# ---- design 1 ----
### Port wiring, design 1

Scale: 4 px per um.
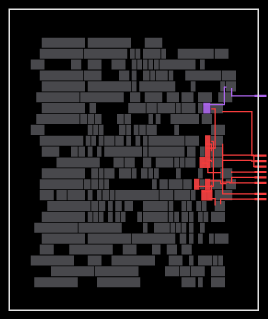

## src/rtl/demux_4b_1to8_dispatch_if.sv

```systemverilog
// Handshake bundle between the dispatch FIFO and its upstream producer and
// downstream demux lanes. The dispatcher uses the slave modport.
interface demux_4b_1to8_dispatch_if #(
  parameter int DEPTH = 4
) ();
  logic                     istream_val;
  logic                     istream_rdy;
  logic [6:0]               istream_msg;
  logic [3:0]               out_in_;
  logic [2:0]               out_sel;
  logic [7:0]               out_val;
  logic [7:0]               out_rdy;
  logic [$clog2(DEPTH):0]   count;

  modport slave (
    input  istream_val, istream_msg, out_rdy,
    output istream_rdy, out_in_, out_sel, out_val, count
  );

  modport master (
    output istream_val, istream_msg, out_rdy,
    input  istream_rdy, out_in_, out_sel, out_val, count
  );
endinterface

```

## src/rtl/demux_4b_1to8_dispatch.sv

```systemverilog
// Buffered feeder for the 4-bit 1-to-8 demux: FIFO of {sel,data}, retires head on out_rdy[sel].
// Optional same-cycle bypass when empty: define DEMUX_DISPATCH_BYPASS_EN.
module demux_4b_1to8_dispatch #(
  parameter int DEPTH = 4
) (
  input  logic                     clk,
  input  logic                     reset,
  demux_4b_1to8_dispatch_if.slave  bus
);
  localparam int PW = $clog2(DEPTH);
  localparam int CW = PW + 1;

  logic [6:0]    mem_q [DEPTH];
  logic [PW-1:0] rd_ptr_q, rd_ptr_d;
  logic [PW-1:0] wr_ptr_q, wr_ptr_d;
  logic [CW-1:0] count_q, count_d;

  logic [6:0] head;
  logic       has_head;
  logic       rdy;
  logic       enq;
  logic       deq;
  logic       wr_en;
  logic       byp_show;
  logic       byp_take;

  always_comb begin
    head     = mem_q[rd_ptr_q];
    has_head = (count_q != '0);
    // Reset gates ready combinationally so nothing is accepted while held.
    rdy      = reset && (count_q != CW'(DEPTH));
    enq      = bus.istream_val && rdy;
    deq      = has_head && bus.out_rdy[head[6:4]];
`ifdef DEMUX_DISPATCH_BYPASS_EN
    byp_show = !has_head && bus.istream_val && rdy;
    byp_take = byp_show && bus.out_rdy[bus.istream_msg[6:4]];
`else
    byp_show = 1'b0;
    byp_take = 1'b0;
`endif
    wr_en    = enq && !byp_take;

    wr_ptr_d = wr_en ? wr_ptr_q + PW'(1) : wr_ptr_q;
    rd_ptr_d = deq   ? rd_ptr_q + PW'(1) : rd_ptr_q;
    count_d  = count_q + CW'(wr_en) - CW'(deq);
  end

  always_comb begin
    bus.istream_rdy = rdy;
    bus.count       = count_q;
    bus.out_in_     = 4'h0;
    bus.out_sel     = 3'h0;
    bus.out_val     = 8'h00;
    if (has_head) begin
      bus.out_in_ = head[3:0];
      bus.out_sel = head[6:4];
      bus.out_val = 8'h01 << head[6:4];
    end else if (byp_show) begin
      bus.out_in_ = bus.istream_msg[3:0];
      bus.out_sel = bus.istream_msg[6:4];
      bus.out_val = 8'h01 << bus.istream_msg[6:4];
    end
  end

  always_ff @(posedge clk or negedge reset) begin
    if (!reset) begin
      rd_ptr_q <= '0;
      wr_ptr_q <= '0;
      count_q  <= '0;
    end else begin
      rd_ptr_q <= rd_ptr_d;
      wr_ptr_q <= wr_ptr_d;
      count_q  <= count_d;
    end
  end

  // Entry storage needs no reset: an entry is only exposed once count covers it.
  always_ff @(posedge clk) begin
    if (wr_en) mem_q[wr_ptr_q] <= bus.istream_msg;
  end
endmodule

```

## src/flat_wrapper.sv

```systemverilog
// flat-port wrapper written by rule: the top's interface ports become plain ports
module demux_4b_1to8_dispatch_flat 
#(
  parameter int DEPTH = 4
)
  (clk, reset, bus_istream_val, bus_istream_msg, bus_out_rdy, bus_istream_rdy, bus_out_in_, bus_out_sel, bus_out_val, bus_count);
  demux_4b_1to8_dispatch_if #(.DEPTH(DEPTH)) bus_i ();
  input  logic clk;
  input  logic reset;
  input wire logic [$bits(bus_i.istream_val)-1:0] bus_istream_val;
  input wire logic [$bits(bus_i.istream_msg)-1:0] bus_istream_msg;
  input wire logic [$bits(bus_i.out_rdy)-1:0] bus_out_rdy;
  output wire logic [$bits(bus_i.istream_rdy)-1:0] bus_istream_rdy;
  output wire logic [$bits(bus_i.out_in_)-1:0] bus_out_in_;
  output wire logic [$bits(bus_i.out_sel)-1:0] bus_out_sel;
  output wire logic [$bits(bus_i.out_val)-1:0] bus_out_val;
  output wire logic [$bits(bus_i.count)-1:0] bus_count;
  assign bus_i.istream_val = bus_istream_val;
  assign bus_i.istream_msg = bus_istream_msg;
  assign bus_i.out_rdy = bus_out_rdy;
  assign bus_istream_rdy = bus_i.istream_rdy;
  assign bus_out_in_ = bus_i.out_in_;
  assign bus_out_sel = bus_i.out_sel;
  assign bus_out_val = bus_i.out_val;
  assign bus_count = bus_i.count;
  demux_4b_1to8_dispatch #(.DEPTH(DEPTH)) u_core (.clk(clk), .reset(reset), .bus(bus_i));
endmodule
```

## config.mk

```make
export PLATFORM = sky130hd
export DESIGN_NAME = demux_4b_1to8_dispatch_flat
export DESIGN_NICKNAME = d
export VERILOG_FILES = /design/src/rtl/demux_4b_1to8_dispatch_if.sv /design/src/rtl/demux_4b_1to8_dispatch.sv /design/src/flat_wrapper.sv
export SDC_FILE = /design/constraint.sdc
export NUM_CORES = 1
export LEC_CHECK = 0
export ABC_AREA = 1
export CAP_MARGIN = 20
export CORE_ASPECT_RATIO = 1.25
export CORE_MARGIN = 5
export CORE_UTILIZATION = 53
export CTS_BUF_LIST = sky130_fd_sc_hd__clkbuf_4
export DETAILED_ROUTE_END_ITERATION = 16
export HOLD_SLACK_MARGIN = 0.06
export PLACE_DENSITY_LB_ADDON = 0.05
export SLEW_MARGIN = 40
export SYNTH_ARGS = -nofsm -noshare
export SYNTH_HDL_FRONTEND = slang
export SYNTH_SLANG_ARGS = --single-unit
```

## constraint.sdc

```tcl
create_clock -name clk -period 2.9 [get_ports clk]
set_input_delay 0.435 -clock clk [delete_from_list [all_inputs] [get_ports clk]]
set_output_delay 0.435 -clock clk [all_outputs]
set_load 0.05 [all_outputs]
```

# ---- design 2 ----
## src/rtl/seg_scan_decoder.sv

```systemverilog
// seg_scan_decoder: recovers hex digits from a multiplexed 7-segment bus.
// A {digit_en, segment} sample is committed only after it has been seen
// unchanged for STABLE_CYCLES consecutive clocks.
module seg_scan_decoder #(
    parameter int unsigned NUM_DIGITS    = 4,
    parameter int unsigned STABLE_CYCLES = 8
) (
    input  logic                    i_clk,
    input  logic                    i_rst,
    input  logic [6:0]              i_segment,
    input  logic [NUM_DIGITS-1:0]   i_digit_en,
    input  logic                    i_clear,
    output logic [4*NUM_DIGITS-1:0] o_hex,
    output logic [NUM_DIGITS-1:0]   o_digit_valid,
    output logic                    o_frame_valid,
    output logic                    o_update,
    output logic                    o_error
);

    localparam int unsigned RUN_W    = $clog2(STABLE_CYCLES + 1);
    localparam int unsigned SAMPLE_W = NUM_DIGITS + 7;
    localparam logic [RUN_W-1:0] RUN_MAX = RUN_W'(STABLE_CYCLES);
    localparam logic [RUN_W-1:0] RUN_PRE = RUN_W'(STABLE_CYCLES - 1);
    localparam logic [RUN_W-1:0] RUN_ONE = RUN_W'(1);

    logic [SAMPLE_W-1:0]   r_sample;
    logic [RUN_W-1:0]      r_run;

    logic [SAMPLE_W-1:0]   w_in;
    logic [NUM_DIGITS-1:0] w_en;
    logic [6:0]            w_seg;
    logic                  w_same;
    logic                  w_commit;
    logic                  w_en_zero;
    logic                  w_en_onehot;
    logic                  w_dec_ok;
    logic [3:0]            w_nib;

    // Inverse of the display encoding: {valid, nibble}
    function automatic logic [4:0] decode(input logic [6:0] seg);
        logic [4:0] res;
        case (seg)
            7'h7E:   res = 5'h10;
            7'h30:   res = 5'h11;
            7'h6D:   res = 5'h12;
            7'h79:   res = 5'h13;
            7'h33:   res = 5'h14;
            7'h5B:   res = 5'h15;
            7'h5F:   res = 5'h16;
            7'h70:   res = 5'h17;
            7'h7F:   res = 5'h18;
            7'h7B:   res = 5'h19;
            7'h77:   res = 5'h1A;
            7'h1F:   res = 5'h1B;
            7'h4E:   res = 5'h1C;
            7'h3D:   res = 5'h1D;
            7'h4F:   res = 5'h1E;
            7'h47:   res = 5'h1F;
            default: res = 5'h00;
        endcase
        return res;
    endfunction

    assign w_in        = {i_digit_en, i_segment};
    assign w_en        = r_sample[SAMPLE_W-1:7];
    assign w_seg       = r_sample[6:0];
    assign w_same      = (w_in == r_sample);
    // Commit exactly on the run-count transition into saturation
    assign w_commit    = !i_clear && w_same && (r_run == RUN_PRE);
    assign w_en_zero   = (w_en == '0);
    assign w_en_onehot = !w_en_zero && ((w_en & (w_en - NUM_DIGITS'(1))) == '0);
    assign {w_dec_ok, w_nib} = decode(w_seg);

    assign o_frame_valid = &o_digit_valid;

    // Stability tracking, slot capture and result pulses
    always_ff @(posedge i_clk or posedge i_rst) begin
        if (i_rst) begin
            r_sample      <= '0;
            r_run         <= '0;
            o_hex         <= '0;
            o_digit_valid <= '0;
            o_update      <= 1'b0;
            o_error       <= 1'b0;
        end else begin
            o_update <= 1'b0;
            o_error  <= 1'b0;
            if (i_clear) begin
                r_run         <= '0;
                o_hex         <= '0;
                o_digit_valid <= '0;
            end else begin
                if (w_same) begin
                    if (r_run != RUN_MAX) begin
                        r_run <= r_run + RUN_ONE;
                    end
                end else begin
                    r_sample <= w_in;
                    r_run    <= RUN_ONE;
                end
                if (w_commit) begin
                    if (w_en_onehot) begin
                        for (int k = 0; k < int'(NUM_DIGITS); k++) begin
                            if (w_en[k]) begin
                                if (w_dec_ok) begin
                                    o_hex[4*k +: 4]  <= w_nib;
                                    o_digit_valid[k] <= 1'b1;
                                end else begin
                                    o_digit_valid[k] <= 1'b0;
                                end
                            end
                        end
                        if (w_dec_ok) begin
                            o_update <= 1'b1;
                        end else begin
                            o_error <= 1'b1;
                        end
                    end else if (!w_en_zero) begin
                        o_error <= 1'b1;
                    end
                end
            end
        end
    end

endmodule

```

## config.mk

```make
export PLATFORM = sky130hd
export DESIGN_NAME = seg_scan_decoder
export DESIGN_NICKNAME = d
export VERILOG_FILES = /design/src/rtl/seg_scan_decoder.sv
export SDC_FILE = /design/constraint.sdc
export NUM_CORES = 1
export LEC_CHECK = 0
export CORE_ASPECT_RATIO = 1.25
export CORE_MARGIN = 5
export CORE_UTILIZATION = 29
export DETAILED_ROUTE_END_ITERATION = 10
export PLACE_DENSITY_LB_ADDON = 0.12
export SYNTH_ARGS = -nofsm -noshare
export SYNTH_HDL_FRONTEND = slang
export SYNTH_SLANG_ARGS = --single-unit
```

## constraint.sdc

```tcl
create_clock -name i_clk -period 3.4 [get_ports i_clk]
set_input_delay 1.02 -clock i_clk [delete_from_list [all_inputs] [get_ports i_clk]]
set_output_delay 1.02 -clock i_clk [all_outputs]
set_load 0.02 [all_outputs]
```

### Track usage over the die, design 2

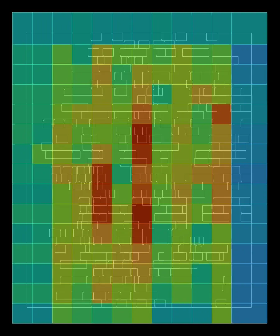
grt peak-use layer: met2
Total GRT Usage: 12.2%
grt met1 use: 15.8%
routed len/inst: 16.0 um

==> impl_metrics.json, design 2 <==
{
  "outcome": "finished, final reports clean",
  "root_buffer": "clkbuf_8",
  "row_count": 35,
  "ys_cells": 214,
  "comb_cells": 149,
  "route.met3.wl_um": 186,
  "clkCellAreaFrac_pct": 4.91,
  "wl_met2_mm": 2.81,
  "path_max_fanout": 6,
  "critPathArrivalTime_ns": 3.05,
  "cp-startpoint": "i_segment[0]",
  "vias": 1781,
  "path_delay_family": "simple AND/OR/NAND/NOR gates",
  "grt_util_met3_pct": 1.68,
  "xor_share_pct": 6.32,
  "path_depth": 7,
  "ys_async_sr_fraction_pct": 100,
  "simple_gate_area_share_pct": 16.9
}
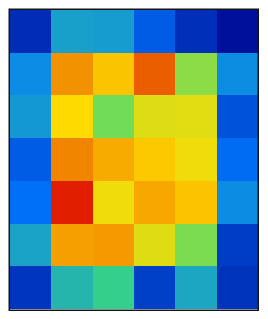
*Cell density map, design 1*
Scale: 4 px per um. The die is cut into 6 by 7 equal tiles; dark blue is low, red is high, 0 to 100% covered.
mean over tiles	49%
densest ninth of the die	middle
tiles over 75% full	29%
emptiest ninth of the die	top right
fullest tile	97%
Core Region: 0.00322 mm^2
fp_density: 55.3%

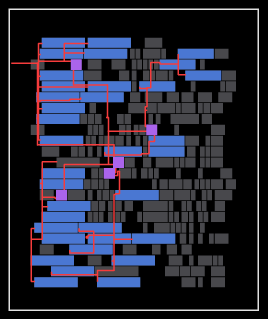
*Routed clock nets over the placement, design 1*
Scale: 4 px per um.
[clock drivers] purple | count: 5
[flip-flops] blue | count: 35
[clock wires] red | length: 379 um
routed clock nets	6
Latency at later pin: 0.33 ns

Notes on 'Port wiring' of design 1 above:
port	color	direction	end cells	buffers	wire
bus_out_val	red	output	8	8	143 um
bus_istream_rdy	purple	output	1	1	17.6 um
I/O Buffers: 36
Ports: 37

==> impl_metrics.json, design 1 <==
{
  "clock_skew_ns": 0.00591,
  "finalSetupViolations": 0,
  "hold_path.class": "input pin to async pin",
  "ff_latch_area_mm2": 0.00102,
  "cts_tree": "done",
  "crit_slowest_cell": "clkdlybuf4s50_1",
  "grt_util_met3_pct": 4.80,
  "critPathCapture": "bus_out_sel[2]",
  "path_cells": "inv_4 -> nand3_1 -> nand2_1 -> nor2_2 -> clkdlybuf4s50_1",
  "place.gp.congestion": 0.849,
  "most_common_cell": "nor2_1",
  "wl_met2_mm": 1.90,
  "yosys.area.top_type": "edfxtp_1",
  "path_delay_family": "buffers and inverters",
  "fp_nets": 204,
  "synth.distinct_cells": 26,
  "startpoint_type": "flop",
  "required_ns": 2.47,
  "cts_buffers": 5,
  "numSynthFlops": 35,
  "mostFrequentLayoutCells": "nor2_1 (38), edfxtp_1 (28), nand2_1 (27)",
  "largest_class": "flip-flops and latches",
  "ctsResizeCount": 6,
  "n_all_buffers": 42,
  "outcome": "finished, final reports clean",
  "drt-met1-wl_mm": 1.29,
  "use_met2_pct": 30.5
}

==> notes/layouts.md <==
Pictures saved along the way, in no particular order.

Signal wires on met3.
(a)
Scale: 4 px per um.
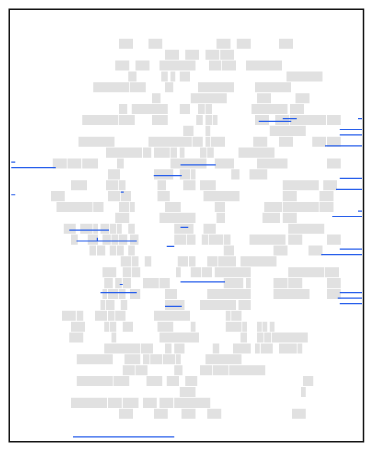
(b)
Scale: 6 px per um.
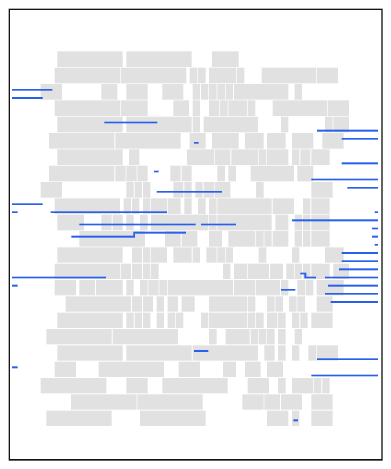
- largest die: (a)
| from | picture |
|---|---|
| design 1 | (b) |
| design 2 | (a) |


